######## design 1 ########
Fig. 1: design 1, M3 wires
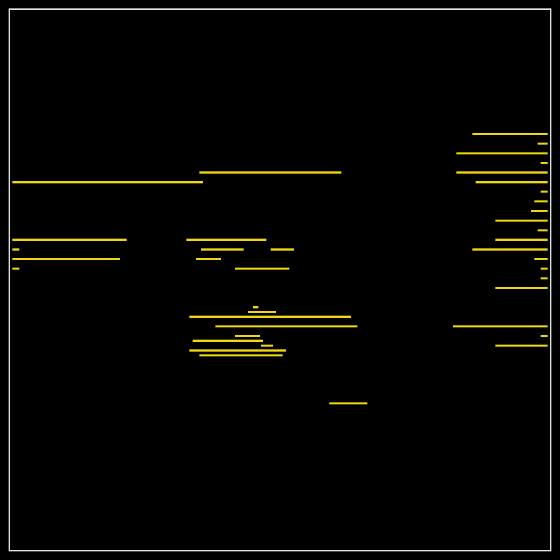
Fig. 2: design 1, register map, names as in the netlist
The bar under the picture is 20 microns long. Other sequential cells in the stronger gray, the rest of the logic in the fainter gray.
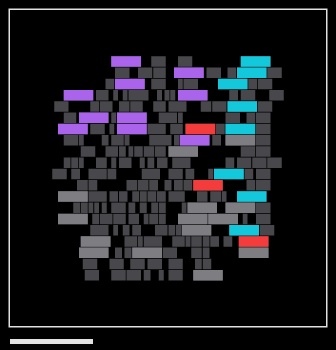
Fig. 3: design 1, met2 routing
The bar under the picture is 20 microns long.
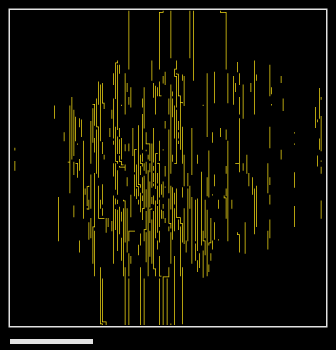
**src/rtl/vga_pkg.sv**
```systemverilog
// ---------------------------------------------------------------------------
// vga_pkg
// Shared definitions for the VGA raster timing generator:
//   - default 640x480@60 timing constants (25 MHz pixel clock)
//   - RGB332 field positions inside an 8-bit pixel
//   - the packed raster-term struct carried through the sync delay line
//   - helpers returning total clocks per line / lines per frame
// ---------------------------------------------------------------------------
package vga_pkg;

    localparam int DEF_H_ACTIVE = 640;
    localparam int DEF_H_FP     = 16;
    localparam int DEF_H_SYNC   = 96;
    localparam int DEF_H_BP     = 48;
    localparam int DEF_V_ACTIVE = 480;
    localparam int DEF_V_FP     = 10;
    localparam int DEF_V_SYNC   = 2;
    localparam int DEF_V_BP     = 33;
    localparam int DEF_PIX_DLY  = 1;
    localparam int DEF_CNT_W    = 10;

    // RGB332 layout: RRRGGGBB
    localparam int RGB_W     = 8;
    localparam int RGB_R_MSB = 7;
    localparam int RGB_R_LSB = 5;
    localparam int RGB_G_MSB = 4;
    localparam int RGB_G_LSB = 2;
    localparam int RGB_B_MSB = 1;
    localparam int RGB_B_LSB = 0;

    // Raster terms evaluated on the live counters, delayed to meet the pixel data.
    typedef struct packed {
        logic act;
        logic hs;
        logic vs;
    } raster_t;

    function automatic int h_total(input int active, input int fp, input int sync, input int bp);
        return active + fp + sync + bp;
    endfunction

    function automatic int v_total(input int active, input int fp, input int sync, input int bp);
        return active + fp + sync + bp;
    endfunction

endpackage

```
**src/rtl/vga_timing_gen_if.sv**
```systemverilog
// ---------------------------------------------------------------------------
// vga_timing_gen_if
// Bundles the renderer-facing fetch bus and the VGA pin bus of the timing
// generator.
//   pixel_in     renderer -> generator, RGB332 pixel for an earlier coordinate
//   XCoord/YCoord generator -> renderer, current raster position
//   FRAME_START  generator -> renderer, high while the raster sits at (0,0)
//   DE/Hsync/Vsync/R/G/B  generator -> board pins, mutually aligned
// Modports: master = the timing generator, slave = renderer/monitor side.
// ---------------------------------------------------------------------------
interface vga_timing_gen_if #(
    parameter int CNT_W = 10
);
    import vga_pkg::*;

    logic [RGB_W-1:0] pixel_in;
    logic [CNT_W-1:0] XCoord;
    logic [CNT_W-1:0] YCoord;
    logic             FRAME_START;
    logic             DE;
    logic             Hsync;
    logic             Vsync;
    logic [2:0]       R;
    logic [2:0]       G;
    logic [1:0]       B;

    modport master (
        input  pixel_in,
        output XCoord, YCoord, FRAME_START, DE, Hsync, Vsync, R, G, B
    );

    modport slave (
        output pixel_in,
        input  XCoord, YCoord, FRAME_START, DE, Hsync, Vsync, R, G, B
    );

endinterface

```
**src/rtl/vga_delay_line.sv**
```systemverilog
// ---------------------------------------------------------------------------
// vga_delay_line
// DEPTH-stage shift register of WIDTH bits with synchronous clear. DEPTH=0
// degenerates to a plain wire so the caller can use it for any fetch latency.
// Ports:
//   CLK    clock
//   RESET  synchronous active-high clear of every stage
//   d      input word
//   q      d delayed by DEPTH clocks
// ---------------------------------------------------------------------------
module vga_delay_line #(
    parameter int WIDTH = 3,
    parameter int DEPTH = 1
) (
    input  logic             CLK,
    input  logic             RESET,
    input  logic [WIDTH-1:0] d,
    output logic [WIDTH-1:0] q
);

    generate
        if (DEPTH == 0) begin : g_wire
            logic unused_clk_rst;
            assign unused_clk_rst = CLK ^ RESET;
            assign q = d;
        end else begin : g_pipe
            logic [WIDTH-1:0] stage_q [DEPTH];
            logic [WIDTH-1:0] stage_d [DEPTH];

            always_comb begin
                stage_d[0] = d;
                for (int i = 1; i < DEPTH; i++) begin
                    stage_d[i] = stage_q[i-1];
                end
            end

            always_ff @(posedge CLK) begin
                if (RESET) begin
                    stage_q <= '{default: '0};
                end else begin
                    stage_q <= stage_d;
                end
            end

            assign q = stage_q[DEPTH-1];
        end
    endgenerate

endmodule

```
**src/rtl/vga_timing_gen.sv**
```systemverilog
// ---------------------------------------------------------------------------
// vga_timing_gen
// VGA raster timing generator and RGB332 output stage.
// Scans an H_TOTAL x V_TOTAL raster, publishes the position as the fetch
// address, and registers DE/Hsync/Vsync/RGB so that they line up with pixel
// data arriving PIX_DLY clocks after its coordinate (total latency PIX_DLY+1).
// Ports:
//   CLK        pixel clock
//   RESET      synchronous active-high reset
//   TEST_MODE  selects colour bars instead of pixel_in (only with
//              VGA_TEST_PATTERN_EN defined, otherwise ignored)
//   vga        master side of vga_timing_gen_if (fetch bus + VGA pins)
// Build option: define VGA_TEST_PATTERN_EN to add the 8-bar test pattern.
// ---------------------------------------------------------------------------
module vga_timing_gen
    import vga_pkg::*;
#(
    parameter int H_ACTIVE = DEF_H_ACTIVE,
    parameter int H_FP     = DEF_H_FP,
    parameter int H_SYNC   = DEF_H_SYNC,
    parameter int H_BP     = DEF_H_BP,
    parameter int V_ACTIVE = DEF_V_ACTIVE,
    parameter int V_FP     = DEF_V_FP,
    parameter int V_SYNC   = DEF_V_SYNC,
    parameter int V_BP     = DEF_V_BP,
    parameter bit HS_POL   = 1'b0,
    parameter bit VS_POL   = 1'b0,
    parameter int PIX_DLY  = DEF_PIX_DLY,
    parameter int CNT_W    = DEF_CNT_W
) (
    input  logic              CLK,
    input  logic              RESET,
    input  logic              TEST_MODE,
    vga_timing_gen_if.master  vga
);

    localparam int H_TOTAL = h_total(H_ACTIVE, H_FP, H_SYNC, H_BP);
    localparam int V_TOTAL = v_total(V_ACTIVE, V_FP, V_SYNC, V_BP);

    localparam logic [CNT_W-1:0] H_LAST = CNT_W'(H_TOTAL - 1);
    localparam logic [CNT_W-1:0] V_LAST = CNT_W'(V_TOTAL - 1);

    // One extra bit so the region bounds can never alias onto small counts.
    localparam logic [CNT_W:0] H_ACT_X  = (CNT_W+1)'(H_ACTIVE);
    localparam logic [CNT_W:0] HS_BEG_X = (CNT_W+1)'(H_ACTIVE + H_FP);
    localparam logic [CNT_W:0] HS_END_X = (CNT_W+1)'(H_ACTIVE + H_FP + H_SYNC);
    localparam logic [CNT_W:0] V_ACT_X  = (CNT_W+1)'(V_ACTIVE);
    localparam logic [CNT_W:0] VS_BEG_X = (CNT_W+1)'(V_ACTIVE + V_FP);
    localparam logic [CNT_W:0] VS_END_X = (CNT_W+1)'(V_ACTIVE + V_FP + V_SYNC);

    // ------------------------------------------------------------------
    // Raster counters. Reset parks the scan at (0,0) with started_q low;
    // the first clock with RESET released marks the scan as running while
    // still at (0,0), so FRAME_START appears on that clock and the
    // renderer sees a clean frame start.
    // ------------------------------------------------------------------
    logic [CNT_W-1:0] h_q, h_d;
    logic [CNT_W-1:0] v_q, v_d;
    logic             started_q, started_d;

    always_comb begin
        h_d       = h_q;
        v_d       = v_q;
        started_d = 1'b1;
        if (started_q) begin
            if (h_q == H_LAST) begin
                h_d = '0;
                v_d = (v_q == V_LAST) ? '0 : v_q + 1'b1;
            end else begin
                h_d = h_q + 1'b1;
            end
        end
    end

    always_ff @(posedge CLK) begin
        if (RESET) begin
            h_q       <= '0;
            v_q       <= '0;
            started_q <= 1'b0;
        end else begin
            h_q       <= h_d;
            v_q       <= v_d;
            started_q <= started_d;
        end
    end

    // ------------------------------------------------------------------
    // Raw raster terms and their alignment delay. act is gated by
    // started_q so the parked (0,0) slot after reset is not displayed.
    // ------------------------------------------------------------------
    raster_t raw_terms;
    raster_t dly_terms;

    always_comb begin
        raw_terms     = '0;
        raw_terms.act = started_q && ({1'b0, h_q} < H_ACT_X) && ({1'b0, v_q} < V_ACT_X);
        raw_terms.hs  = ({1'b0, h_q} >= HS_BEG_X) && ({1'b0, h_q} < HS_END_X);
        raw_terms.vs  = ({1'b0, v_q} >= VS_BEG_X) && ({1'b0, v_q} < VS_END_X);
    end

    vga_delay_line #(
        .WIDTH ($bits(raster_t)),
        .DEPTH (PIX_DLY)
    ) u_delay_line (
        .CLK   (CLK),
        .RESET (RESET),
        .d     (raw_terms),
        .q     (dly_terms)
    );

    // ------------------------------------------------------------------
    // Pixel source selection
    // ------------------------------------------------------------------
    logic [RGB_W-1:0] pix_src;

`ifdef VGA_TEST_PATTERN_EN
    // Bars are counted on the delayed act so they share the sync latency.
    localparam int               BAR_W    = H_ACTIVE / 8;
    localparam logic [CNT_W-1:0] BAR_LAST = CNT_W'(BAR_W - 1);

    logic [CNT_W-1:0] bar_cnt_q, bar_cnt_d;
    logic [2:0]       bar_idx_q, bar_idx_d;
    logic [RGB_W-1:0] bar_rgb;

    always_comb begin
        bar_cnt_d = '0;
        bar_idx_d = '0;
        if (dly_terms.act) begin
            if (bar_cnt_q == BAR_LAST) begin
                bar_cnt_d = '0;
                bar_idx_d = bar_idx_q + 3'd1;
            end else begin
                bar_cnt_d = bar_cnt_q + 1'b1;
                bar_idx_d = bar_idx_q;
            end
        end
        bar_rgb = {{3{bar_idx_q[2]}}, {3{bar_idx_q[1]}}, {2{bar_idx_q[0]}}};
        pix_src = TEST_MODE ? bar_rgb : vga.pixel_in;
    end

    always_ff @(posedge CLK) begin
        if (RESET) begin
            bar_cnt_q <= '0;
            bar_idx_q <= '0;
        end else begin
            bar_cnt_q <= bar_cnt_d;
            bar_idx_q <= bar_idx_d;
        end
    end
`else
    logic unused_test_mode;
    assign unused_test_mode = TEST_MODE;
    assign pix_src          = vga.pixel_in;
`endif

    // ------------------------------------------------------------------
    // Output register: blanking forces black, syncs take the programmed
    // polarity.
    // ------------------------------------------------------------------
    logic             de_q, de_d;
    logic             hsync_q, hsync_d;
    logic             vsync_q, vsync_d;
    logic [RGB_W-1:0] rgb_q, rgb_d;

    always_comb begin
        de_d    = dly_terms.act;
        hsync_d = dly_terms.hs ? HS_POL : ~HS_POL;
        vsync_d = dly_terms.vs ? VS_POL : ~VS_POL;
        rgb_d   = dly_terms.act ? pix_src : '0;
    end

    always_ff @(posedge CLK) begin
        if (RESET) begin
            de_q    <= 1'b0;
            hsync_q <= ~HS_POL;
            vsync_q <= ~VS_POL;
            rgb_q   <= '0;
        end else begin
            de_q    <= de_d;
            hsync_q <= hsync_d;
            vsync_q <= vsync_d;
            rgb_q   <= rgb_d;
        end
    end

    assign vga.XCoord      = h_q;
    assign vga.YCoord      = v_q;
    assign vga.FRAME_START = started_q && (h_q == '0) && (v_q == '0);
    assign vga.DE          = de_q;
    assign vga.Hsync       = hsync_q;
    assign vga.Vsync       = vsync_q;
    assign vga.R           = rgb_q[RGB_R_MSB:RGB_R_LSB];
    assign vga.G           = rgb_q[RGB_G_MSB:RGB_G_LSB];
    assign vga.B           = rgb_q[RGB_B_MSB:RGB_B_LSB];

endmodule
```
**src/flat_wrapper.sv**
```systemverilog
// flat-port wrapper written by rule: the top's interface ports become plain ports
module vga_timing_gen_flat import vga_pkg::*;
#(
    parameter int H_ACTIVE = DEF_H_ACTIVE,
    parameter int H_FP     = DEF_H_FP,
    parameter int H_SYNC   = DEF_H_SYNC,
    parameter int H_BP     = DEF_H_BP,
    parameter int V_ACTIVE = DEF_V_ACTIVE,
    parameter int V_FP     = DEF_V_FP,
    parameter int V_SYNC   = DEF_V_SYNC,
    parameter int V_BP     = DEF_V_BP,
    parameter bit HS_POL   = 1'b0,
    parameter bit VS_POL   = 1'b0,
    parameter int PIX_DLY  = DEF_PIX_DLY,
    parameter int CNT_W    = DEF_CNT_W
)
  (CLK, RESET, TEST_MODE, vga_pixel_in, vga_XCoord, vga_YCoord, vga_FRAME_START, vga_DE, vga_Hsync, vga_Vsync, vga_R, vga_G, vga_B);
  vga_timing_gen_if #(.CNT_W(CNT_W)) vga_i ();
  input  logic CLK;
  input  logic RESET;
  input  logic TEST_MODE;
  input wire logic [$bits(vga_i.pixel_in)-1:0] vga_pixel_in;
  output wire logic [$bits(vga_i.XCoord)-1:0] vga_XCoord;
  output wire logic [$bits(vga_i.YCoord)-1:0] vga_YCoord;
  output wire logic [$bits(vga_i.FRAME_START)-1:0] vga_FRAME_START;
  output wire logic [$bits(vga_i.DE)-1:0] vga_DE;
  output wire logic [$bits(vga_i.Hsync)-1:0] vga_Hsync;
  output wire logic [$bits(vga_i.Vsync)-1:0] vga_Vsync;
  output wire logic [$bits(vga_i.R)-1:0] vga_R;
  output wire logic [$bits(vga_i.G)-1:0] vga_G;
  output wire logic [$bits(vga_i.B)-1:0] vga_B;
  assign vga_i.pixel_in = vga_pixel_in;
  assign vga_XCoord = vga_i.XCoord;
  assign vga_YCoord = vga_i.YCoord;
  assign vga_FRAME_START = vga_i.FRAME_START;
  assign vga_DE = vga_i.DE;
  assign vga_Hsync = vga_i.Hsync;
  assign vga_Vsync = vga_i.Vsync;
  assign vga_R = vga_i.R;
  assign vga_G = vga_i.G;
  assign vga_B = vga_i.B;
  vga_timing_gen #(.H_ACTIVE(H_ACTIVE), .H_FP(H_FP), .H_SYNC(H_SYNC), .H_BP(H_BP), .V_ACTIVE(V_ACTIVE), .V_FP(V_FP), .V_SYNC(V_SYNC), .V_BP(V_BP), .HS_POL(HS_POL), .VS_POL(VS_POL), .PIX_DLY(PIX_DLY), .CNT_W(CNT_W)) u_core (.CLK(CLK), .RESET(RESET), .TEST_MODE(TEST_MODE), .vga(vga_i));
endmodule
```
**config.mk**
```make
export PLATFORM = sky130hd
export DESIGN_NAME = vga_timing_gen_flat
export DESIGN_NICKNAME = d
export VERILOG_FILES = /design/src/rtl/vga_pkg.sv /design/src/rtl/vga_timing_gen_if.sv /design/src/rtl/vga_delay_line.sv /design/src/rtl/vga_timing_gen.sv /design/src/flat_wrapper.sv
export SDC_FILE = /design/constraint.sdc
export NUM_CORES = 1
export LEC_CHECK = 0
export CAP_MARGIN = 20
export CORE_MARGIN = 10
export CORE_UTILIZATION = 46
export DETAILED_ROUTE_END_ITERATION = 7
export GPL_ROUTABILITY_DRIVEN = 0
export PLACE_DENSITY = 0.78
export SETUP_SLACK_MARGIN = 0.5
export SYNTH_ARGS = -nofsm -noshare
export SYNTH_HDL_FRONTEND = slang
export SYNTH_HIERARCHICAL = 1
export SYNTH_SLANG_ARGS = --single-unit
export TNS_END_PERCENT = 30
```
**constraint.sdc**
```tcl
create_clock -name CLK -period 2.7 [get_ports CLK]
set_input_delay 0.27 -clock CLK [delete_from_list [all_inputs] [get_ports CLK]]
set_output_delay 0.27 -clock CLK [all_outputs]
set_load 0.01 [all_outputs]
```
==> summary.rpt <==
FLOW METRICS REPORT
----------------------------------------------------
[Status]
  Status ........................ finished clean

[Synth]
  Synth flops ........................ 35
  Post-synth cell types ........................ 37
  Most area-hungry cell type in the Yosys netlist ........................ sky130_fd_sc_hd__dfxtp_1
  Synthesis area per yosys ........................ 1461 sq um
  Syn Area/Cell ........................ 9.308 sq um
  Cell count listed in synth_stat.txt ........................ 157
  Top post-synthesis cells by area ........................ sky130_fd_sc_hd__dfxtp_1 48%, sky130_fd_sc_hd__nor2_1 3.6%, sky130_fd_sc_hd__xnor2_1 3.6%

[Route]
  Average detailed-routed wire length per instance ........................ 15.07 microns
  Met2 routed wirelength ........................ 1.701 mm
  Antenna-violating nets left ........................ 0
  Top routing layer used ........................ met4
  Number of optimization iterations in the first detailed-route pass ........................ 4
  Number of DRC violations after detailed routing ........................ 0
  Iter 0 DRT Violations ........................ 92

[Layout]
  Nets ........................ 216
  Final design instance area without fill ........................ 1989 sq um
  Area grow syn2layout ........................ 36.13%
  Most used logic cell in the final layout ........................ sky130_fd_sc_hd__clkdlybuf4s50_1
  Finished Layout Cells ........................ 245
  Share of cells above drive strength 1 ........................ 10.45%
  Total inserted antenna cells ........................ 0
  Most used cells in the layout excluding fill and tap cells ........................ 40 x sky130_fd_sc_hd__clkdlybuf4s50_1, 35 x sky130_fd_sc_hd__dfxtp_1, 14 x sky130_fd_sc_hd__nor2_1

[Clock network]
  Post-CTS repair timing setup buffer count ........................ 0
  CTS tree ........................ built
  Number of clock sinks ........................ 35
  CTS H-tree lvls ........................ 2
  Insertion delay to the later sink of the worst-skew pair ........................ 330 ps

[Power]
  Pwr top ........................ registers
  Switching share of power ........................ 22.34%
  Proportion of power drawn by the clock network ........................ 32.3%
  Part of the total power dissipated in sequential elements ........................ 60.6%
  Reported combinational group power ........................ 62.2 uW
  Post-route total power ........................ 877.5 uW
  Internal power of the cells ........................ 681.4 uW
  Total clock network power ........................ 284 uW

[Timing]
  Worst-Margin Slew ........................ 534.3 ps
  Smallest hold slack ........................ 374.0 ps
  Worst slew margin relative to its limit ........................ 64.05%
  RSZ-0062 raised after global routing ........................ true
  Fin crit share ........................ 77.29%
  Final worst setup slack ........................ 613.2 ps
  Final critical-path required period ........................ 2087 ps
  Final-report setup violation count ........................ 0
  Final worst clock skew ........................ 7.081 ps
  Final slew viol count ........................ 0

[Critical path]
  Flop-to-flop setup slack ........................ 610 ps
  Arrival time at the worst endpoint ........................ 2350 ps
  Reg-to-reg critical path endpoint ........................ u_core/vga.YCoord[9]
  Category of the most critical setup path ........................ flop to flop
  Number of cells on the worst reg-to-reg path ........................ 6
  Category of the worst setup path launch point ........................ flop
  Endpoint of the worst setup timing path ........................ u_core/vga.YCoord[9]
  Cell with the biggest individual delay on the critical path ........................ sky130_fd_sc_hd__or4_4
  Start point of the critical path ........................ u_core/vga.XCoord[0]

[Global routing]
  Most heavily used metal layer in global routing ........................ met2
  Number of global-route vias before repair ........................ 1218
  GRT overflow ........................ 0
  Pin count of the biggest net entering global routing ........................ 13

[Placement]
  Standard cell area after detailed placement ........................ 1914 sq um
  Final HPWL from detailed placement ........................ 2.718 mm

[Die]
  Chip Footprint ........................ 5832 sq um
  Io pins ........................ 43
  Die extent in y ........................ 76.37 microns

[Flow run]
  Total number of warnings across the stage logs ........................ 30

----------------------------------------------------
Notes on Fig. 1 above:
The layer holds 8.3% of the routed length. The wires run mostly horizontal. The layer carries 308 microns of wire.
Final Routed Wirelength: 3.691 mm
vias: 1312
met3 layer usage reported by global route: 5.778%

Notes on Fig. 2 above:
Key: `u_core/rgb_q` = cyan [placed flops 8]; `u_core/vga.XCoord` = purple [placed flops 10]; `u_core/u_delay_line/q` = red [placed flops 3]
register area: 700.7 sq um
power in sequential cells: 532 uW
final standard cell utilization of the core: 65.16%
flip-flop and latch share of the layout cell area: 35.22%

Notes on Fig. 3 above:
173 nets have wire on it. The wires run mostly vertical. The layer carries 1700 microns of wire.
GRT met2 Usage: 19.39%

flip-flops by register name (all words and copies together) (netlist names):
signal / cells
u_core/vga.XCoord: 10
u_core/vga.Hsync: 1
u_core/rgb_q: 8
u_core/u_delay_line/q: 3
u_core/vga.Vsync: 1
u_core/vga.DE: 1
u_core/started_q: 1
u_core/vga.YCoord: 10
timing repair:
item,CTS,global route
setup endpoints to repair,1,7
gates resized,2,6
gates cloned,0,0
area by class of cell:
type / count / area (sq um)
Clock buffer: 6 / 51.30
Clock inverter: 1 / 5.005
Fill cell: 276 / 1064
Inverter: 6 / 22.52
Multi-Input combinational cell: 110 / 734.5
Sequential cell: 35 / 700.7
Tap cell: 44 / 55.05
Timing Repair Buffer: 43 / 420.4
synthesized netlist by cell type, drive strengths merged:
master   n
a21oi    7
and2     8
and3     2
and4     2
and4b    1
buf      3
clkbuf   3
dfxtp   35
ha       4
inv      6
mux2i    2
nand2    9
nand3    8
nand3b   1
nand4    5
nand4b   2
nor2    14
nor2b    6
nor3     2
nor3b    1
nor4     7
nor4b    1
o21ai    5
o31ai    2
o41ai    1
or2      1
or3      5
or4      2
or4bb    1
xnor2    6
xor2     5

######## design 2 ########
Fig. 4: design 2, selected gate families
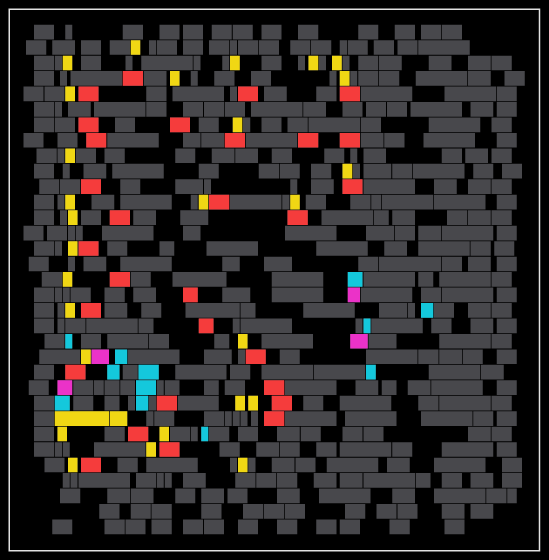
Fig. 5: design 2, M3 wires
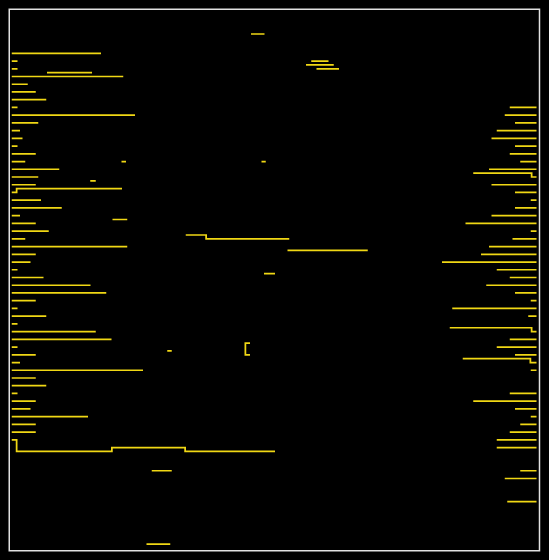
`src/rtl/mult_share_arbiter_if.sv`:
```
// Requester-side and multiplier-side signals of the shared-multiplier arbiter.
// The arbiter uses the slave view; the requester/multiplier environment uses master.
interface mult_share_arbiter_if #(
  parameter int N_REQ = 4
);
  logic                 en;
  logic [N_REQ-1:0]     req;
  logic [N_REQ*14-1:0]  req_a;
  logic [N_REQ*12-1:0]  req_b;
  logic [N_REQ-1:0]     grant;
  logic [13:0]          mult_dataa;
  logic [11:0]          mult_datab;
  logic [25:0]          mult_result;
  logic [N_REQ-1:0]     res_valid;
  logic [25:0]          res_data;
  logic                 busy;

  modport slave (
    input  en, req, req_a, req_b, mult_result,
    output grant, mult_dataa, mult_datab, res_valid, res_data, busy
  );

  modport master (
    output en, req, req_a, req_b, mult_result,
    input  grant, mult_dataa, mult_datab, res_valid, res_data, busy
  );
endinterface

```
`src/rtl/mult_share_arbiter.sv`:
```
// Round-robin sharing of one pipelined signed 14x12 multiplier among N_REQ requesters;
// a {valid,id} tag pipeline routes each product back as a one-cycle strobe.
module mult_share_arbiter #(
  parameter int N_REQ    = 4,
  parameter int MULT_LAT = 2,
  parameter int ID_W     = 2
) (
  input logic                 clock,
  input logic                 reset_n,
  mult_share_arbiter_if.slave bus
);
  logic [ID_W-1:0]  ptr_reg;
  logic [13:0]      a_slice [N_REQ];
  logic [11:0]      b_slice [N_REQ];
  logic             gnt_any;
  logic [ID_W-1:0]  gnt_id;
  logic [ID_W-1:0]  scan_id;
  logic [13:0]      dataa_reg;
  logic [11:0]      datab_reg;
  logic [MULT_LAT:0] tag_valid_reg;
  logic [ID_W-1:0]  tag_id_reg [MULT_LAT+1];
  logic [N_REQ-1:0] res_valid_reg;
  logic [25:0]      res_data_reg;

  genvar gi;
  generate
    for (gi = 0; gi < N_REQ; gi++) begin : g_slice
      assign a_slice[gi] = bus.req_a[14*gi +: 14];
      assign b_slice[gi] = bus.req_b[12*gi +: 12];
    end
  endgenerate

  // Search upward from ptr+1 with wrap; first requesting index wins.
  always_comb begin
    gnt_any = 1'b0;
    gnt_id  = '0;
    scan_id = '0;
    if (reset_n && bus.en) begin
      for (int k = 1; k <= N_REQ; k++) begin
        scan_id = ID_W'((int'(ptr_reg) + k) % N_REQ);
        if (!gnt_any && bus.req[scan_id]) begin
          gnt_any = 1'b1;
          gnt_id  = scan_id;
        end
      end
    end
  end

  assign bus.grant = gnt_any ? (N_REQ'(1) << gnt_id) : '0;

  always_ff @(posedge clock or negedge reset_n) begin
    if (!reset_n) begin
      ptr_reg   <= ID_W'(N_REQ - 1);
      dataa_reg <= '0;
      datab_reg <= '0;
    end else if (gnt_any) begin
      ptr_reg   <= gnt_id;
      dataa_reg <= a_slice[gnt_id];
      datab_reg <= b_slice[gnt_id];
    end
  end

  // Stage MULT_LAT lines up with the multiplier output for the same issue.
  always_ff @(posedge clock or negedge reset_n) begin
    if (!reset_n) begin
      tag_valid_reg <= '0;
      for (int s = 0; s <= MULT_LAT; s++) begin
        tag_id_reg[s] <= '0;
      end
    end else begin
      tag_valid_reg[0] <= gnt_any;
      tag_id_reg[0]    <= gnt_id;
      for (int s = 1; s <= MULT_LAT; s++) begin
        tag_valid_reg[s] <= tag_valid_reg[s-1];
        tag_id_reg[s]    <= tag_id_reg[s-1];
      end
    end
  end

  always_ff @(posedge clock or negedge reset_n) begin
    if (!reset_n) begin
      res_valid_reg <= '0;
      res_data_reg  <= '0;
    end else if (tag_valid_reg[MULT_LAT]) begin
      res_valid_reg <= N_REQ'(1) << tag_id_reg[MULT_LAT];
      res_data_reg  <= bus.mult_result;
    end else begin
      res_valid_reg <= '0;
    end
  end

  assign bus.mult_dataa = dataa_reg;
  assign bus.mult_datab = datab_reg;
  assign bus.res_valid  = res_valid_reg;
  assign bus.res_data   = res_data_reg;
  assign bus.busy       = (|tag_valid_reg) | (|res_valid_reg);
endmodule

```
`src/flat_wrapper.sv`:
```
// flat-port wrapper written by rule: the top's interface ports become plain ports
module mult_share_arbiter_flat 
#(
  parameter int N_REQ    = 4,
  parameter int MULT_LAT = 2,
  parameter int ID_W     = 2
)
  (clock, reset_n, bus_en, bus_req, bus_req_a, bus_req_b, bus_mult_result, bus_grant, bus_mult_dataa, bus_mult_datab, bus_res_valid, bus_res_data, bus_busy);
  mult_share_arbiter_if #(.N_REQ(N_REQ)) bus_i ();
  input logic clock;
  input logic reset_n;
  input wire logic [$bits(bus_i.en)-1:0] bus_en;
  input wire logic [$bits(bus_i.req)-1:0] bus_req;
  input wire logic [$bits(bus_i.req_a)-1:0] bus_req_a;
  input wire logic [$bits(bus_i.req_b)-1:0] bus_req_b;
  input wire logic [$bits(bus_i.mult_result)-1:0] bus_mult_result;
  output wire logic [$bits(bus_i.grant)-1:0] bus_grant;
  output wire logic [$bits(bus_i.mult_dataa)-1:0] bus_mult_dataa;
  output wire logic [$bits(bus_i.mult_datab)-1:0] bus_mult_datab;
  output wire logic [$bits(bus_i.res_valid)-1:0] bus_res_valid;
  output wire logic [$bits(bus_i.res_data)-1:0] bus_res_data;
  output wire logic [$bits(bus_i.busy)-1:0] bus_busy;
  assign bus_i.en = bus_en;
  assign bus_i.req = bus_req;
  assign bus_i.req_a = bus_req_a;
  assign bus_i.req_b = bus_req_b;
  assign bus_i.mult_result = bus_mult_result;
  assign bus_grant = bus_i.grant;
  assign bus_mult_dataa = bus_i.mult_dataa;
  assign bus_mult_datab = bus_i.mult_datab;
  assign bus_res_valid = bus_i.res_valid;
  assign bus_res_data = bus_i.res_data;
  assign bus_busy = bus_i.busy;
  mult_share_arbiter #(.N_REQ(N_REQ), .MULT_LAT(MULT_LAT), .ID_W(ID_W)) u_core (.clock(clock), .reset_n(reset_n), .bus(bus_i));
endmodule
```
`config.mk`:
```
export PLATFORM = sky130hd
export DESIGN_NAME = mult_share_arbiter_flat
export DESIGN_NICKNAME = d
export VERILOG_FILES = /design/src/rtl/mult_share_arbiter_if.sv /design/src/rtl/mult_share_arbiter.sv /design/src/flat_wrapper.sv
export SDC_FILE = /design/constraint.sdc
export NUM_CORES = 1
export LEC_CHECK = 0
export CAP_MARGIN = 20
export CORE_AREA = 2 2 91 93
export CTS_BUF_LIST = sky130_fd_sc_hd__clkbuf_8
export DETAILED_ROUTE_END_ITERATION = 8
export DIE_AREA = 0 0 93 95
export PLACE_DENSITY_LB_ADDON = 0.1
export SLEW_MARGIN = 25
export SYNTH_ARGS = -nofsm -noshare
export SYNTH_HDL_FRONTEND = slang
export SYNTH_SLANG_ARGS = --single-unit
```
`constraint.sdc`:
```
create_clock -name clock -period 3.5 [get_ports clock]
set_input_delay 0.525 -clock clock [delete_from_list [all_inputs] [get_ports clock]]
set_output_delay 0.525 -clock clock [all_outputs]
set_load 0.1 [all_outputs]
```
==> summary.rpt <==
FLOW METRICS REPORT
----------------------------------------------------
[Synth]
  Synthesis area per yosys ........................ 3129 sq um
  Most used DFF post-synth ........................ sky130_fd_sc_hd__dfrtp_1
  Yosys synthesis warning count ........................ 0
  Area fraction in full adders, half adders and majority gates ........................ 0%
  Most area-hungry cell type in the Yosys netlist ........................ sky130_fd_sc_hd__dfrtp_1
  Cell count after synthesis ........................ 271
  Synth flops ........................ 67
  Post-Synth Simple-Gate Area ........................ 9.916%
  Post-synth tally of flip-flops with integrated enable ........................ 0
  Fraction of registers with async set/reset ........................ 100.0%

[Critical path]
  Dominant delay contributor by cell family on the critical path ........................ simple AND/OR/NAND/NOR gates
  R2R Path Start ........................ u_core.ptr_reg[1]
  Delay of the slowest cell on the worst path ........................ 550 ps
  Crit path required time ........................ 2970 ps
  Category of the worst setup path launch point ........................ input port
  Arrival time at the worst endpoint ........................ 2500 ps
  Reg-to-reg critical path endpoint ........................ u_core.bus.mult_dataa[11]

[Route]
  Met2 routed wirelength ........................ 4.680 mm

[Clock network]
  CTS H-tree lvls ........................ 3
  CTS tree ........................ built
  Post-CTS repair timing setup buffer count ........................ 0
  Number of buffers added to fix hold violations after cts ........................ 0
  Maximum buffer depth of the clock tree ........................ 2

[Worst hold path]
  End of the worst hold path ........................ u_core.tag_id_reg[2]

[Global routing]
  First-pass GRT wire length ........................ 13.99 mm
  Total routing usage reported by global routing ........................ 20.43%
  Pin count of the biggest net entering global routing ........................ 68
  Initial antenna violation count ........................ 0
  Met1 GRT Util ........................ 23.99%

[Layout]
  Total inserted antenna cells ........................ 0
  Final design instance area without fill ........................ 5465 sq um
  Share of cells above drive strength 1 ........................ 15.34%

[Power]
  Net Sw Power ........................ 1.732 mW
  Part of the total power dissipated in sequential elements ........................ 28.6%
  Pwr top ........................ combinational cells
  Switching share of power ........................ 48.86%

[Placement]
  Cell total after placement ........................ 565
  Placer congestion estimate ........................ 0.7521

[Status]
  Status ........................ finished clean

[Die]
  Chip Footprint ........................ 8835 sq um
  Io pins ........................ 198

[Timing]
  Peak clock frequency supported by timing ........................ 330.5 MHz

----------------------------------------------------
## Picture notes: Fig. 4
Key: AND and OR gates = magenta [cells 4, most used and3b_1]; NOR gates = cyan [cells 12, most used nor2_1]; AND-OR and OR-AND gates = red [cells 29, most used a221o_1]; inverting AOI/OAI gates = yellow [cells 29, most used a21oi_1]
Finished Layout Cells: 581
most used logic cell in the final layout: sky130_fd_sc_hd__clkdlybuf4s50_1
Comb/total area: 25.32%

## Picture notes: Fig. 5
105 nets have wire on it. The layer holds 7.6% of the routed length. The layer carries 704 microns of wire.
Final Routed Wirelength: 9.208 mm
vias: 2914
met3 layer usage reported by global route: 5.666%

Yosys cell counts (2+ instances only):
cell type / number
sky130_fd_sc_hd__nor3b_1: 2
sky130_fd_sc_hd__and3b_1: 2
sky130_fd_sc_hd__mux2_2: 34
sky130_fd_sc_hd__mux2i_1: 2
sky130_fd_sc_hd__buf_6: 2
sky130_fd_sc_hd__nor2_1: 4
sky130_fd_sc_hd__buf_1: 5
sky130_fd_sc_hd__nor3_1: 3
sky130_fd_sc_hd__dfrtp_1: 65
sky130_fd_sc_hd__a21o_1: 2
sky130_fd_sc_hd__mux2_1: 18
sky130_fd_sc_hd__nand2_1: 56
sky130_fd_sc_hd__dfstp_2: 2
sky130_fd_sc_hd__a21oi_1: 27
sky130_fd_sc_hd__clkbuf_1: 8
sky130_fd_sc_hd__buf_2: 3
sky130_fd_sc_hd__a221o_1: 27
layout make-up:
type / count / area (sq um)
tap: 105 / 131.4
timing repair buffer: 207 / 2067
sequential: 67 / 1679
clock buffer: 9 / 123.9
multi-input combinational: 185 / 1384
inverter: 1 / 3.754
fill: 630 / 2462
clock inverter: 7 / 76.32

######## design 3 ########
--- config.mk ---
export PLATFORM = sky130hd
export DESIGN_NAME = cavlc_bit_packer
export DESIGN_NICKNAME = d
export VERILOG_FILES = /design/src/rtl/cavlc_bit_packer.sv
export SDC_FILE = /design/constraint.sdc
export NUM_CORES = 1
export LEC_CHECK = 0
export CAP_MARGIN = 20
export CELL_PAD_IN_SITES_DETAIL_PLACEMENT = 1
export CELL_PAD_IN_SITES_GLOBAL_PLACEMENT = 1
export CORE_UTILIZATION = 37
export CTS_BUF_LIST = sky130_fd_sc_hd__clkbuf_4 sky130_fd_sc_hd__clkbuf_8 sky130_fd_sc_hd__clkbuf_16
export DETAILED_ROUTE_END_ITERATION = 7
export PLACE_DENSITY = 0.83
export SYNTH_ARGS = -nofsm -noshare
export SYNTH_HDL_FRONTEND = slang
export SYNTH_SLANG_ARGS = --single-unit
--- constraint.sdc ---
create_clock -name clk -period 4.05 [get_ports clk]
set_input_delay 0.81 -clock clk [delete_from_list [all_inputs] [get_ports clk]]
set_output_delay 0.81 -clock clk [all_outputs]
set_load 0.02 [all_outputs]
--- src/rtl/cavlc_bit_packer.sv ---
// CAVLC bit packer: concatenates variable-length code words (0..16 bits)
// into 32-bit output words, MSB first, with a flush that drains and
// zero-pads whatever partial word is left in the accumulator.
module cavlc_bit_packer (
  input  logic        clk,
  input  logic        rst,
  input  logic        code_valid_i,
  output logic        code_ready_o,
  input  logic [15:0] code_bits_i,
  input  logic [4:0]  code_len_i,
  input  logic        flush_i,
  output logic        word_valid_o,
  input  logic        word_ready_i,
  output logic [31:0] word_data_o,
  output logic [2:0]  word_bytes_o,
  output logic        flush_done_o,
  output logic [31:0] total_bits_o
);

  typedef enum logic [1:0] {RUN, DRAIN, DONE} state_t;

  state_t      state_q, state_d;
  logic [47:0] acc_q, acc_d;
  logic [5:0]  cnt_q, cnt_d;
  logic [31:0] total_q, total_d;

  logic [4:0]  lenSat;
  logic [16:0] lenMask;
  logic [15:0] codeMasked;
  logic [5:0]  shAmt;
  logic [47:0] placed;
  logic [5:0]  cntRound;
  logic        fullWord;
  logic        codeAccept;
  logic        wordHs;

  // Clamp the length, mask off unused code bits and line the code up at fill position cnt.
  always_comb begin
    lenSat     = (code_len_i > 5'd16) ? 5'd16 : code_len_i;
    lenMask    = (17'd1 << lenSat) - 17'd1;
    codeMasked = code_bits_i & lenMask[15:0];
    shAmt      = 6'd48 - cnt_q - {1'b0, lenSat};
    placed     = {32'd0, codeMasked} << shAmt;
  end

  // Output view and handshakes, all derived from registered state only.
  always_comb begin
    fullWord     = (cnt_q >= 6'd32);
    cntRound     = cnt_q + 6'd7;
    code_ready_o = (state_q == RUN) && !fullWord;
    word_valid_o = fullWord || ((state_q == DRAIN) && (cnt_q != 6'd0));
    word_data_o  = acc_q[47:16];
    if (fullWord) begin
      word_bytes_o = 3'd4;
    end else if (word_valid_o) begin
      word_bytes_o = cntRound[5:3];
    end else begin
      word_bytes_o = 3'd0;
    end
    flush_done_o = (state_q == DONE);
    total_bits_o = total_q;
    codeAccept   = code_valid_i && code_ready_o;
    wordHs       = word_valid_o && word_ready_i;
  end

  // Next accumulator, fill count, bit total and FSM state; accept and word handshake never coincide.
  always_comb begin
    acc_d   = acc_q;
    cnt_d   = cnt_q;
    total_d = total_q;
    state_d = state_q;

    if (wordHs) begin
      if (fullWord) begin
        acc_d = acc_q << 32;
        cnt_d = cnt_q - 6'd32;
      end else begin
        acc_d = 48'd0;
        cnt_d = 6'd0;
      end
    end

    if (codeAccept) begin
      acc_d   = acc_q | placed;
      cnt_d   = cnt_q + {1'b0, lenSat};
      total_d = total_q + {27'd0, lenSat};
    end

    case (state_q)
      RUN: begin
        if (flush_i) begin
          state_d = DRAIN;
        end
      end
      DRAIN: begin
        if (cnt_d == 6'd0) begin
          state_d = DONE;
        end
      end
      DONE: begin
        state_d = RUN;
      end
      default: begin
        state_d = RUN;
      end
    endcase
  end

  // State registers with synchronous reset that drops any buffered bits.
  always_ff @(posedge clk) begin
    if (rst) begin
      state_q <= RUN;
      acc_q   <= 48'd0;
      cnt_q   <= 6'd0;
      total_q <= 32'd0;
    end else begin
      state_q <= state_d;
      acc_q   <= acc_d;
      cnt_q   <= cnt_d;
      total_q <= total_d;
    end
  end

endmodule
Fig. 6: design 3, met2 routing
The bar under the picture is 50 microns long.
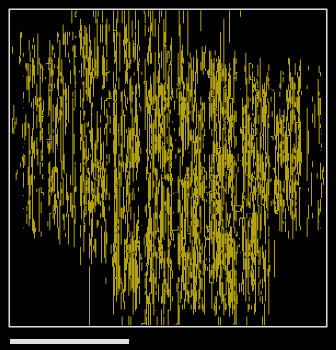
923 nets have wire on it. The layer carries 11800 microns of wire. The layer holds 49% of the routed length. The wires run mostly vertical.
vias: 7042
Final Routed Wirelength: 23.91 mm
GRT met2 Usage: 47.67%

Fig. 7: design 3, selected gate families
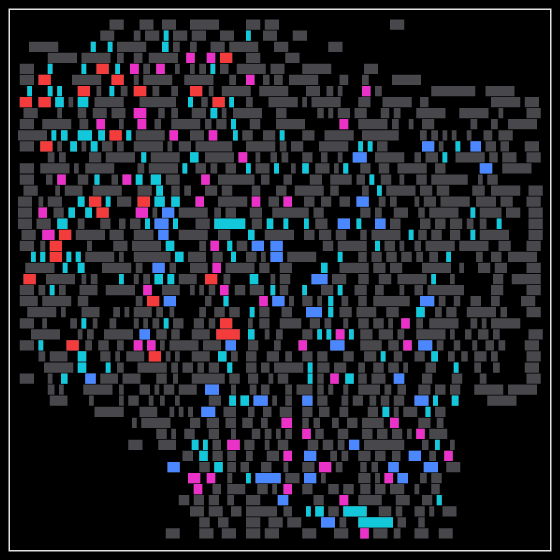
Key: XOR/XNOR gates = red [cells 25, most used xnor2_1]; AND-OR and OR-AND gates = blue [cells 41, most used a21o_1]; NOR gates = cyan [cells 128, most used nor2_1]; AND and OR gates = magenta [cells 49, most used or3_1]
Finished Layout Cells: 1175
Comb/total area: 48.64%

==> summary.rpt <==
FLOW METRICS REPORT
----------------------------------------------------
[Critical path]
  Cell with the most instances on the worst path ........................ sky130_fd_sc_hd__buf_4
  Dominant delay contributor by cell family on the critical path ........................ AND-OR/OR-AND gates
  Start point of the critical path ........................ code_len_i[2]
  Worst-path maximum fanout ........................ 6

[Synth]
  Register share after synthesis ........................ 27.83%
  Top post-synthesis cells by area ........................ sky130_fd_sc_hd__dfxtp_1 28%, sky130_fd_sc_hd__nor2_1 4.8%, sky130_fd_sc_hd__a21oi_1 4.3%
  Post-Synth Simple-Gate Area ........................ 23.75%
  Post-synth tally of flip-flops with integrated enable ........................ 0
  Most used DFF post-synth ........................ sky130_fd_sc_hd__dfxtp_1
  Xor/xnor share of the synthesized area ........................ 3.458%
  Share of cell area taken by muxes after synthesis ........................ 1.423%
  Synth flops ........................ 88
  Top-area cell share ........................ 27.83%
  Yosys synthesis warning count ........................ 0
  Area fraction in full adders, half adders and majority gates ........................ 5.020%
  Most area-hungry cell type in the Yosys netlist ........................ sky130_fd_sc_hd__dfxtp_1
  Cell count listed in synth_stat.txt ........................ 816
  Syn_nets ........................ 865

[Die]
  Fraction of the core area occupied by cells at floorplan ........................ 38.04%
  Die outline width ........................ 132.8 microns
  Die extent in y ........................ 132.8 microns

[Global routing]
  Number of global-route vias before repair ........................ 7244
  GRT overflow ........................ 0
  Met3 layer usage reported by global route ........................ 5.096%
  Pin count of the biggest net entering global routing ........................ 40
  Initial antenna violation count ........................ 0

[Timing]
  Peak clock frequency supported by timing ........................ 255.3 MHz
  RSZ-0062 raised after global routing ........................ false
  Worst slew margin relative to its limit ........................ 34.59%
  Smallest hold slack ........................ 459.4 ps
  Number of hold violations in the final report ........................ 0

[Power]
  Pwr top ........................ combinational cells
  Power density over the cells ........................ 433.3 nW/um^2
  Proportion of power drawn by the clock network ........................ 24.1%
  Power in sequential cells ........................ 985 uW
  Part of the total power dissipated in sequential elements ........................ 27.4%
  Relative contribution of combinational cells to total power ........................ 48.5%

[Clock network]
  Number of buffers added to fix hold violations after cts ........................ 0
  Maximum buffer depth of the clock tree ........................ 2
  Number of clock sinks ........................ 88
  Resize count post-CTS ........................ 3
  CTS tree ........................ built

[Status]
  Status ........................ finished clean

[Worst hold path]
  Start point of the worst min-delay path ........................ acc_q[31]

[Layout]
  Most used logic cell in the final layout ........................ sky130_fd_sc_hd__buf_4
  Most used cells in the layout excluding fill and tap cells ........................ 108 x sky130_fd_sc_hd__buf_4, 93 x sky130_fd_sc_hd__clkdlybuf4s50_1, 88 x sky130_fd_sc_hd__dfxtp_1
  Nets ........................ 1000

[Flow run]
  Total number of warnings across the stage logs ........................ 31

[Placement]
  Worst setup slack after placement ........................ -370.1 ps
  Number of buffer cells added on primary ports ........................ 95
  Final HPWL from detailed placement ........................ 18.08 mm

[Route]
  Via density per instance ........................ 5.993

----------------------------------------------------
[cells in the mapped netlist, drive strengths merged (8+ instances only)]
cell and instances:
dfxtp 88, nor2 81, nand2 70, a21oi 59, buf 52, o21ai 48
clkbuf 30, nand3 30, inv 29, nor3 26, a221oi 19, ha 19
xnor2 19, or3 17, a31oi 14, o22ai 13, a211oi 11, and3 11
nand4 11, nor2b 11, mux2i 9, nand2b 9, and2 8, o2111ai 8
[cells by family (layout without fill, tap and decap cells)]
| kind of cell | after synthesis | count (layout) |
|---|---|---|
| adders and majority gates | 23 | 23 |
| AOI/OAI and AO/OA | 260 | 260 |
| DFF | 88 | 88 |
| muxes | 9 | 9 |
| xor gates and xnor gates | 25 | 25 |
| buffers and inverters | 112 | 251 |
| and+or+nand+nor | 299 | 299 |
[state kept, by name, indices dropped and copies added, names as in the netlist]
signal,count
acc_q,48
total_bits_o,32
cnt_q,6
state_q,2
[layout make-up]
cell class	instances	area, sq um
clock buffer	10	239.0
clock inverter	5	57.56
fill	2026	8354
inverter	30	112.6
multi-input combinational	616	4031
sequential	88	1762
tap	220	275.3
timing repair buffer	206	1810

######## design 4 ########
Fig. 8: design 4, M3 wires
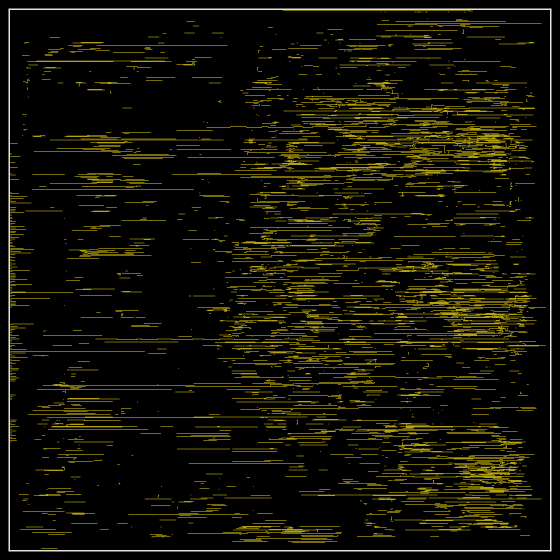
$ cat config.mk
export PLATFORM = sky130hd
export DESIGN_NAME = bn_vec_unit
export DESIGN_NICKNAME = d
export VERILOG_FILES = /design/src/rtl/bn_pkg.sv /design/src/rtl/bn_lane.sv /design/src/rtl/bn_vec_unit.sv
export SDC_FILE = /design/constraint.sdc
export NUM_CORES = 2
export LEC_CHECK = 0
export CELL_PAD_IN_SITES_DETAIL_PLACEMENT = 0
export CELL_PAD_IN_SITES_GLOBAL_PLACEMENT = 1
export CORE_MARGIN = 4
export CORE_UTILIZATION = 44
export DETAILED_ROUTE_END_ITERATION = 8
export PLACE_DENSITY_LB_ADDON = 0.1
export SETUP_SLACK_MARGIN = 0.05
export SYNTH_ARGS = -nofsm -noshare
export SYNTH_HDL_FRONTEND = slang
export SYNTH_SLANG_ARGS = --single-unit
$ cat constraint.sdc
create_clock -name clk -period 9.98 [get_ports clk]
set_input_delay 0.998 -clock clk [delete_from_list [all_inputs] [get_ports clk]]
set_output_delay 0.998 -clock clk [all_outputs]
set_load 0.02 [all_outputs]
$ cat src/rtl/bn_pkg.sv
// Shared definitions for the batch-norm vector unit.
// Contents:
//   - default widths for bn_vec_unit parameters
//   - beat_cfg_t: per-beat configuration carried down the pipeline
//   - round_shr:  round-half-up arithmetic right shift
//   - relu_sat:   ReLU followed by signed saturation, with saturation flag
// Helpers work on a 64-bit signed intermediate, so DATA_WIDTH+PARAM_WIDTH+1
// must not exceed 63 bits and OUT_WIDTH must be at most 63.
package bn_pkg;

    localparam int DEF_NUM_LANES   = 4;
    localparam int DEF_DATA_WIDTH  = 16;
    localparam int DEF_PARAM_WIDTH = 16;
    localparam int DEF_OUT_WIDTH   = 16;
    localparam int DEF_SHIFT_WIDTH = 5;

    // Shift field in the carried config; wide enough for any sensible SHIFT_WIDTH.
    localparam int CFG_SHIFT_W = 8;
    localparam int CALC_W      = 64;

    typedef struct packed {
        logic                   bn_en;
        logic                   relu_en;
        logic [CFG_SHIFT_W-1:0] shift;
    } beat_cfg_t;

    typedef struct packed {
        logic                     sat;
        logic signed [CALC_W-1:0] val;
    } sat_res_t;

    // Adds 2^(sh-1) before the arithmetic shift; a zero shift adds nothing.
    function automatic logic signed [CALC_W-1:0] round_shr(
        input logic signed [CALC_W-1:0] v,
        input logic [CFG_SHIFT_W-1:0]   sh
    );
        logic signed [CALC_W-1:0] bias;
        bias = '0;
        if (sh != '0) begin
            bias = 64'sd1 <<< (sh - CFG_SHIFT_W'(1));
        end
        return (v + bias) >>> sh;
    endfunction

    // ReLU comes first so a lane zeroed by it never reports saturation.
    function automatic sat_res_t relu_sat(
        input logic signed [CALC_W-1:0] v,
        input logic                     relu_en,
        input int                       out_w
    );
        logic signed [CALC_W-1:0] hi;
        logic signed [CALC_W-1:0] lo;
        sat_res_t                 r;
        hi    = (64'sd1 <<< (out_w - 1)) - 64'sd1;
        lo    = -(64'sd1 <<< (out_w - 1));
        r.sat = 1'b0;
        r.val = v;
        if (relu_en && (v < 0)) begin
            r.val = '0;
        end else if (v > hi) begin
            r.val = hi;
            r.sat = 1'b1;
        end else if (v < lo) begin
            r.val = lo;
            r.sat = 1'b1;
        end
        return r;
    endfunction

endpackage

$ cat src/rtl/bn_lane.sv
// One batch-norm lane: S1 add, S2 multiply, S3 round/ReLU/saturate.
// Ports:
//   clk, rst             clock, synchronous active-high reset
//   en_s1/en_s2/en_s3    per-stage load enables shared by all lanes
//   bn_en                bn enable of the beat entering S1
//   relu_en_s3, shift_s3 config of the beat moving from S2 into S3
//   x, a, b              signed element, additive term, scale
//   y, sat               registered result and saturation flag
module bn_lane
    import bn_pkg::*;
#(
    parameter int DATA_WIDTH  = DEF_DATA_WIDTH,
    parameter int PARAM_WIDTH = DEF_PARAM_WIDTH,
    parameter int OUT_WIDTH   = DEF_OUT_WIDTH
) (
    input  logic                          clk,
    input  logic                          rst,
    input  logic                          en_s1,
    input  logic                          en_s2,
    input  logic                          en_s3,
    input  logic                          bn_en,
    input  logic                          relu_en_s3,
    input  logic [CFG_SHIFT_W-1:0]        shift_s3,
    input  logic signed [DATA_WIDTH-1:0]  x,
    input  logic signed [PARAM_WIDTH-1:0] a,
    input  logic signed [PARAM_WIDTH-1:0] b,
    output logic signed [OUT_WIDTH-1:0]   y,
    output logic                          sat
);

    localparam int SUM_W  = DATA_WIDTH + 1;
    localparam int PROD_W = DATA_WIDTH + PARAM_WIDTH + 1;

    logic signed [SUM_W-1:0]       sum_q, sum_d;
    logic signed [PARAM_WIDTH-1:0] b_q, b_d;
    logic signed [PROD_W-1:0]      prod_q, prod_d;
    logic signed [OUT_WIDTH-1:0]   y_q, y_d;
    logic                          sat_q, sat_d;
    logic signed [SUM_W-1:0]       a_eff;
    logic signed [CALC_W-1:0]      rounded;
    sat_res_t                      res;
    logic                          unused_hi;

    // Bypass is folded into the datapath: a forced to 0 and b to 1, and the
    // carried shift is already 0 for bypass beats, so y = sat(relu(x)).
    always_comb begin
        a_eff   = bn_en ? SUM_W'(a) : '0;
        sum_d   = en_s1 ? (SUM_W'(x) + a_eff) : sum_q;
        b_d     = en_s1 ? (bn_en ? b : PARAM_WIDTH'(1)) : b_q;
        prod_d  = en_s2 ? (PROD_W'(sum_q) * PROD_W'(b_q)) : prod_q;
        rounded = round_shr(CALC_W'(prod_q), shift_s3);
        res     = relu_sat(rounded, relu_en_s3, OUT_WIDTH);
        y_d     = en_s3 ? res.val[OUT_WIDTH-1:0] : y_q;
        sat_d   = en_s3 ? res.sat : sat_q;
    end

    // Upper bits are guaranteed redundant after clamping.
    assign unused_hi = ^res.val[CALC_W-1:OUT_WIDTH];

    always_ff @(posedge clk) begin
        if (rst) begin
            sum_q  <= '0;
            b_q    <= '0;
            prod_q <= '0;
            y_q    <= '0;
            sat_q  <= 1'b0;
        end else begin
            sum_q  <= sum_d;
            b_q    <= b_d;
            prod_q <= prod_d;
            y_q    <= y_d;
            sat_q  <= sat_d;
        end
    end

    assign y   = y_q;
    assign sat = sat_q;

endmodule

$ cat src/rtl/bn_vec_unit.sv
// Vector batch-norm unit: NUM_LANES lanes of y = sat(relu(round((x+a)*b >> s)))
// behind a valid/ready handshake, 3-stage pipeline, one beat per cycle.
// Ports:
//   clk, rst                     clock, synchronous active-high reset
//   in_valid/in_ready            input handshake
//   in_data, in_param_a/_b       packed lanes, lane 0 in the LSBs
//   cfg_bn_en/relu_en/shift      per-beat config, sampled on acceptance
//   out_valid/out_ready          output handshake
//   out_data, out_sat            packed results and per-lane saturation flags
//   stat_clr, sat_count          clear / count of output beats with any sat
module bn_vec_unit
    import bn_pkg::*;
#(
    parameter int NUM_LANES   = DEF_NUM_LANES,
    parameter int DATA_WIDTH  = DEF_DATA_WIDTH,
    parameter int PARAM_WIDTH = DEF_PARAM_WIDTH,
    parameter int OUT_WIDTH   = DEF_OUT_WIDTH,
    parameter int SHIFT_WIDTH = DEF_SHIFT_WIDTH
) (
    input  logic                             clk,
    input  logic                             rst,
    input  logic                             in_valid,
    output logic                             in_ready,
    input  logic [NUM_LANES*DATA_WIDTH-1:0]  in_data,
    input  logic [NUM_LANES*PARAM_WIDTH-1:0] in_param_a,
    input  logic [NUM_LANES*PARAM_WIDTH-1:0] in_param_b,
    input  logic                             cfg_bn_en,
    input  logic                             cfg_relu_en,
    input  logic [SHIFT_WIDTH-1:0]           cfg_shift,
    output logic                             out_valid,
    input  logic                             out_ready,
    output logic [NUM_LANES*OUT_WIDTH-1:0]   out_data,
    output logic [NUM_LANES-1:0]             out_sat,
    input  logic                             stat_clr,
    output logic [31:0]                      sat_count
);

    logic       v1_q, v1_d, v2_q, v2_d, v3_q, v3_d;
    logic       en_s1, en_s2, en_s3;
    beat_cfg_t  cfg_in, cfg1_q, cfg1_d, cfg2_q, cfg2_d;
    logic [31:0] sat_count_q, sat_count_d;
    logic       sat_hit;
    logic       unused_cfg;

    // A stage loads when it is empty or its content moves on this cycle, so
    // bubbles upstream of a stall are squeezed out instead of blocking input.
    always_comb begin
        en_s3 = !v3_q || out_ready;
        en_s2 = !v2_q || en_s3;
        en_s1 = !v1_q || en_s2;

        v1_d = en_s1 ? in_valid : v1_q;
        v2_d = en_s2 ? v1_q : v2_q;
        v3_d = en_s3 ? v2_q : v3_q;

        cfg_in.bn_en   = cfg_bn_en;
        cfg_in.relu_en = cfg_relu_en;
        // Bypass beats carry a zero shift so the lane needs no bypass mux at S3.
        cfg_in.shift   = cfg_bn_en ? CFG_SHIFT_W'(cfg_shift) : '0;
        cfg1_d = en_s1 ? cfg_in : cfg1_q;
        cfg2_d = en_s2 ? cfg1_q : cfg2_q;

        sat_hit     = v3_q && out_ready && (|out_sat);
        sat_count_d = sat_count_q;
        if (stat_clr) begin
            sat_count_d = '0;
        end else if (sat_hit && (sat_count_q != 32'hFFFF_FFFF)) begin
            sat_count_d = sat_count_q + 32'd1;
        end
    end

    assign unused_cfg = cfg2_q.bn_en;

    always_ff @(posedge clk) begin
        if (rst) begin
            v1_q        <= 1'b0;
            v2_q        <= 1'b0;
            v3_q        <= 1'b0;
            cfg1_q      <= '0;
            cfg2_q      <= '0;
            sat_count_q <= '0;
        end else begin
            v1_q        <= v1_d;
            v2_q        <= v2_d;
            v3_q        <= v3_d;
            cfg1_q      <= cfg1_d;
            cfg2_q      <= cfg2_d;
            sat_count_q <= sat_count_d;
        end
    end

    generate
        for (genvar gi = 0; gi < NUM_LANES; gi++) begin : g_lane
            bn_lane #(
                .DATA_WIDTH (DATA_WIDTH),
                .PARAM_WIDTH(PARAM_WIDTH),
                .OUT_WIDTH  (OUT_WIDTH)
            ) u_lane (
                .clk       (clk),
                .rst       (rst),
                .en_s1     (en_s1),
                .en_s2     (en_s2),
                .en_s3     (en_s3),
                .bn_en     (cfg_bn_en),
                .relu_en_s3(cfg2_q.relu_en),
                .shift_s3  (cfg2_q.shift),
                .x         (in_data[gi*DATA_WIDTH +: DATA_WIDTH]),
                .a         (in_param_a[gi*PARAM_WIDTH +: PARAM_WIDTH]),
                .b         (in_param_b[gi*PARAM_WIDTH +: PARAM_WIDTH]),
                .y         (out_data[gi*OUT_WIDTH +: OUT_WIDTH]),
                .sat       (out_sat[gi])
            );
        end
    endgenerate

    assign in_ready  = en_s1;
    assign out_valid = v3_q;
    assign sat_count = sat_count_q;

endmodule

==> summary.rpt <==
FLOW METRICS REPORT
----------------------------------------------------
[Status]
  Status ........................ finished clean

[Critical path]
  Start point of the critical path ........................ cfg2_q[1]
  Crit path required time ........................ 10620 ps
  Category of the most critical setup path ........................ flop to flop

[Flow run]
  Total number of warnings across the stage logs ........................ 34
  Max-cap viol count ........................ 0

[Clock network]
  CTS tree ........................ built
  Resize count post-CTS ........................ 0
  Clock root buffer ........................ sky130_fd_sc_hd__clkbuf_16
  Total CTS buffers ........................ 51
  Post-CTS repair timing setup buffer count ........................ 0
  CTS H-tree lvls ........................ 2

[Timing]
  Final slew viol count ........................ 0
  Worst-Margin Slew ........................ 1429 ps
  Final worst setup slack ........................ 601.3 ps
  Peak clock frequency supported by timing ........................ 106.6 MHz
  Fin crit share ........................ 93.97%
  Final-report setup violation count ........................ 0
  Smallest hold slack ........................ 450.3 ps
  RSZ-0062 raised after global routing ........................ false
  Fin Setup TNS ........................ 0 ps
  Number of hold violations in the final report ........................ 0

[Die]
  Fraction of the core area occupied by cells at floorplan ........................ 44.29%
  Die outline width ........................ 470.5 microns
  Tapcells ........................ 2821
  Io pins ........................ 306

[Synth]
  Post-Synth AOI/OAI Area ........................ 22.33%
  Synthesis area per yosys ........................ 94130 sq um
  Top post-synthesis cells by area ........................ sky130_fd_sc_hd__fa_1 24%, sky130_fd_sc_hd__dfxtp_1 8.1%, sky130_fd_sc_hd__ha_1 6.9%
  Cell count after synthesis ........................ 12255
  Main logic family ........................ adder cells
  Most area-hungry cell type in the Yosys netlist ........................ sky130_fd_sc_hd__fa_1
  Most used DFF post-synth ........................ sky130_fd_sc_hd__dfxtp_1
  Share of cell area taken by muxes after synthesis ........................ 3.434%
  Yosys top cell by instances ........................ sky130_fd_sc_hd__nand2_1
  Synth flops ........................ 379

[Layout]
  Logic cell area ........................ 78650 sq um
  Most used cells in the layout excluding fill and tap cells ........................ 1663 x sky130_fd_sc_hd__nand2_1, 1330 x sky130_fd_sc_hd__inv_1, 1112 x sky130_fd_sc_hd__fa_1
  Cell class with the largest area share ........................ logic gates
  Most used logic cell in the final layout ........................ sky130_fd_sc_hd__nand2_1
  Proportion of cell area spent on the clock network ........................ 1.752%
  Fraction of cell area in non-clock buffers ........................ 5.190%
  Final design instance area without fill ........................ 101900 sq um

[Power]
  Power density over the cells ........................ 156.4 nW/um^2
  Proportion of power drawn by the clock network ........................ 12.7%

[Route]
  Number of DRC violations after detailed routing ........................ 0
  Via density per instance ........................ 6.388
  Average detailed-routed wire length per instance ........................ 29.01 microns
  Top routing layer used ........................ met5
  Met3 wire length ........................ 38.42 mm

[Placement]
  Final HPWL from detailed placement ........................ 346.0 mm
  Placer congestion estimate ........................ 1.040
  Cell total after placement ........................ 14939

[Global routing]
  GRT overflow ........................ 0
  Pin count of the biggest net entering global routing ........................ 162
  First-pass GRT wire length ........................ 642.9 mm

----------------------------------------------------
## Picture notes: Fig. 8
The layer holds 8.8% of the routed length. 1575 nets have wire on it. The longest straight run is 162 microns. The wires run mostly horizontal. The layer carries 38.4 mm of wire.
Final Routed Wirelength: 436.5 mm
vias: 96108
met3 layer usage reported by global route: 7.441%

[worst max-delay path, stage by stage, from the launching register on]
cell and delay [ps]:
sky130_fd_sc_hd__dfxtp_4 420, sky130_fd_sc_hd__inv_6 110, sky130_fd_sc_hd__ha_1 740, sky130_fd_sc_hd__buf_4 380, sky130_fd_sc_hd__nand3_1 430, sky130_fd_sc_hd__nor2_1 220, sky130_fd_sc_hd__buf_4 240, sky130_fd_sc_hd__ha_1 280
sky130_fd_sc_hd__nand2_1 110, sky130_fd_sc_hd__a2111oi_1 780, sky130_fd_sc_hd__and4_1 400, sky130_fd_sc_hd__nand4_1 200, sky130_fd_sc_hd__a2111oi_0 1000, sky130_fd_sc_hd__nor3_1 170, sky130_fd_sc_hd__a211oi_1 540, sky130_fd_sc_hd__a22oi_1 170
sky130_fd_sc_hd__a31oi_1 400, sky130_fd_sc_hd__a21oi_1 190, sky130_fd_sc_hd__nor4b_1 700, sky130_fd_sc_hd__o21bai_1 130, sky130_fd_sc_hd__a21oi_1 250, sky130_fd_sc_hd__nand4_1 460, sky130_fd_sc_hd__o21ai_2 710, sky130_fd_sc_hd__a221o_1 260


==> gallery <==
Register map, names as in the netlist.
Plate I
The bar under the picture is 20 microns long. Other sequential cells in the stronger gray, the rest of the logic in the fainter gray.
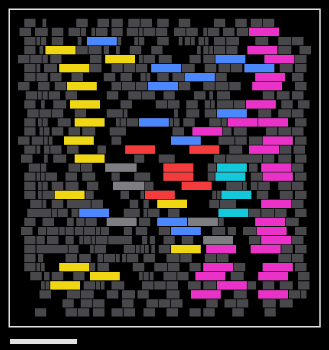
Plate II
The bar under the picture is 100 microns long. Other sequential cells in the stronger gray, the rest of the logic in the fainter gray.
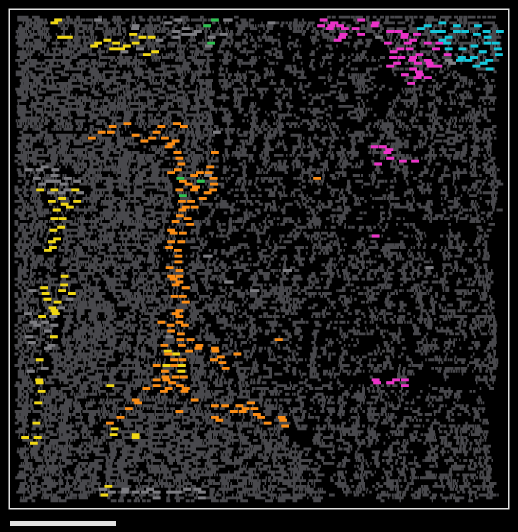
Plate III
The bar under the picture is 50 microns long. Other cells in gray.
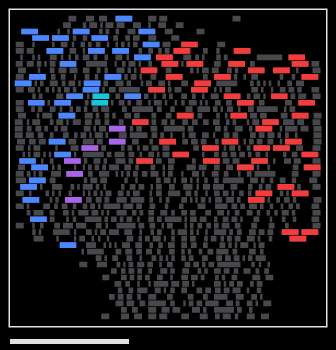
design 2 -> Plate I
design 4 -> Plate II
design 3 -> Plate III


==> screenshots <==
Congestion heat map.
shot_01.png
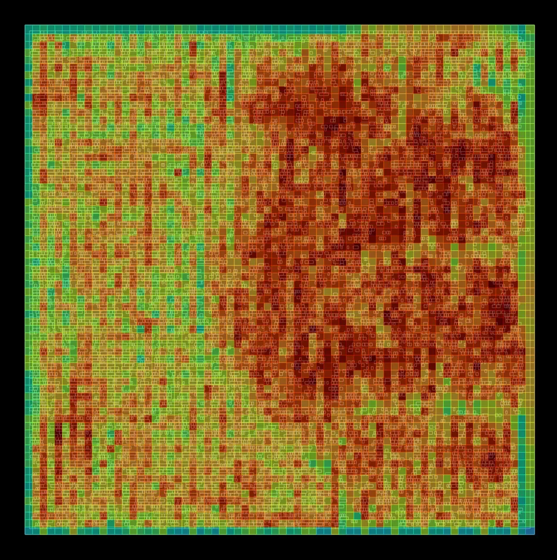
shot_02.png
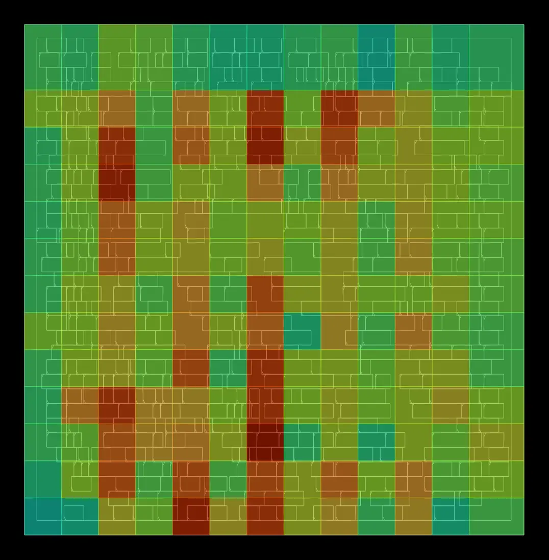
shot_03.png
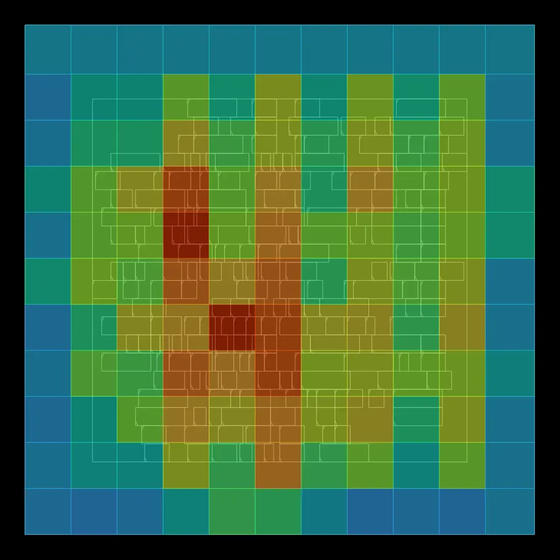
shot_04.png
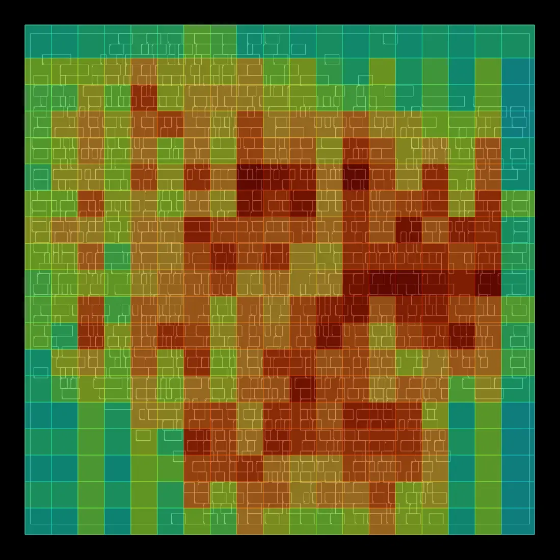
| picture | from |
|---|---|
| shot_03.png | design 1 |
| shot_01.png | design 4 |
| shot_02.png | design 2 |
| shot_04.png | design 3 |

Power and IR drop assume default switching activity.
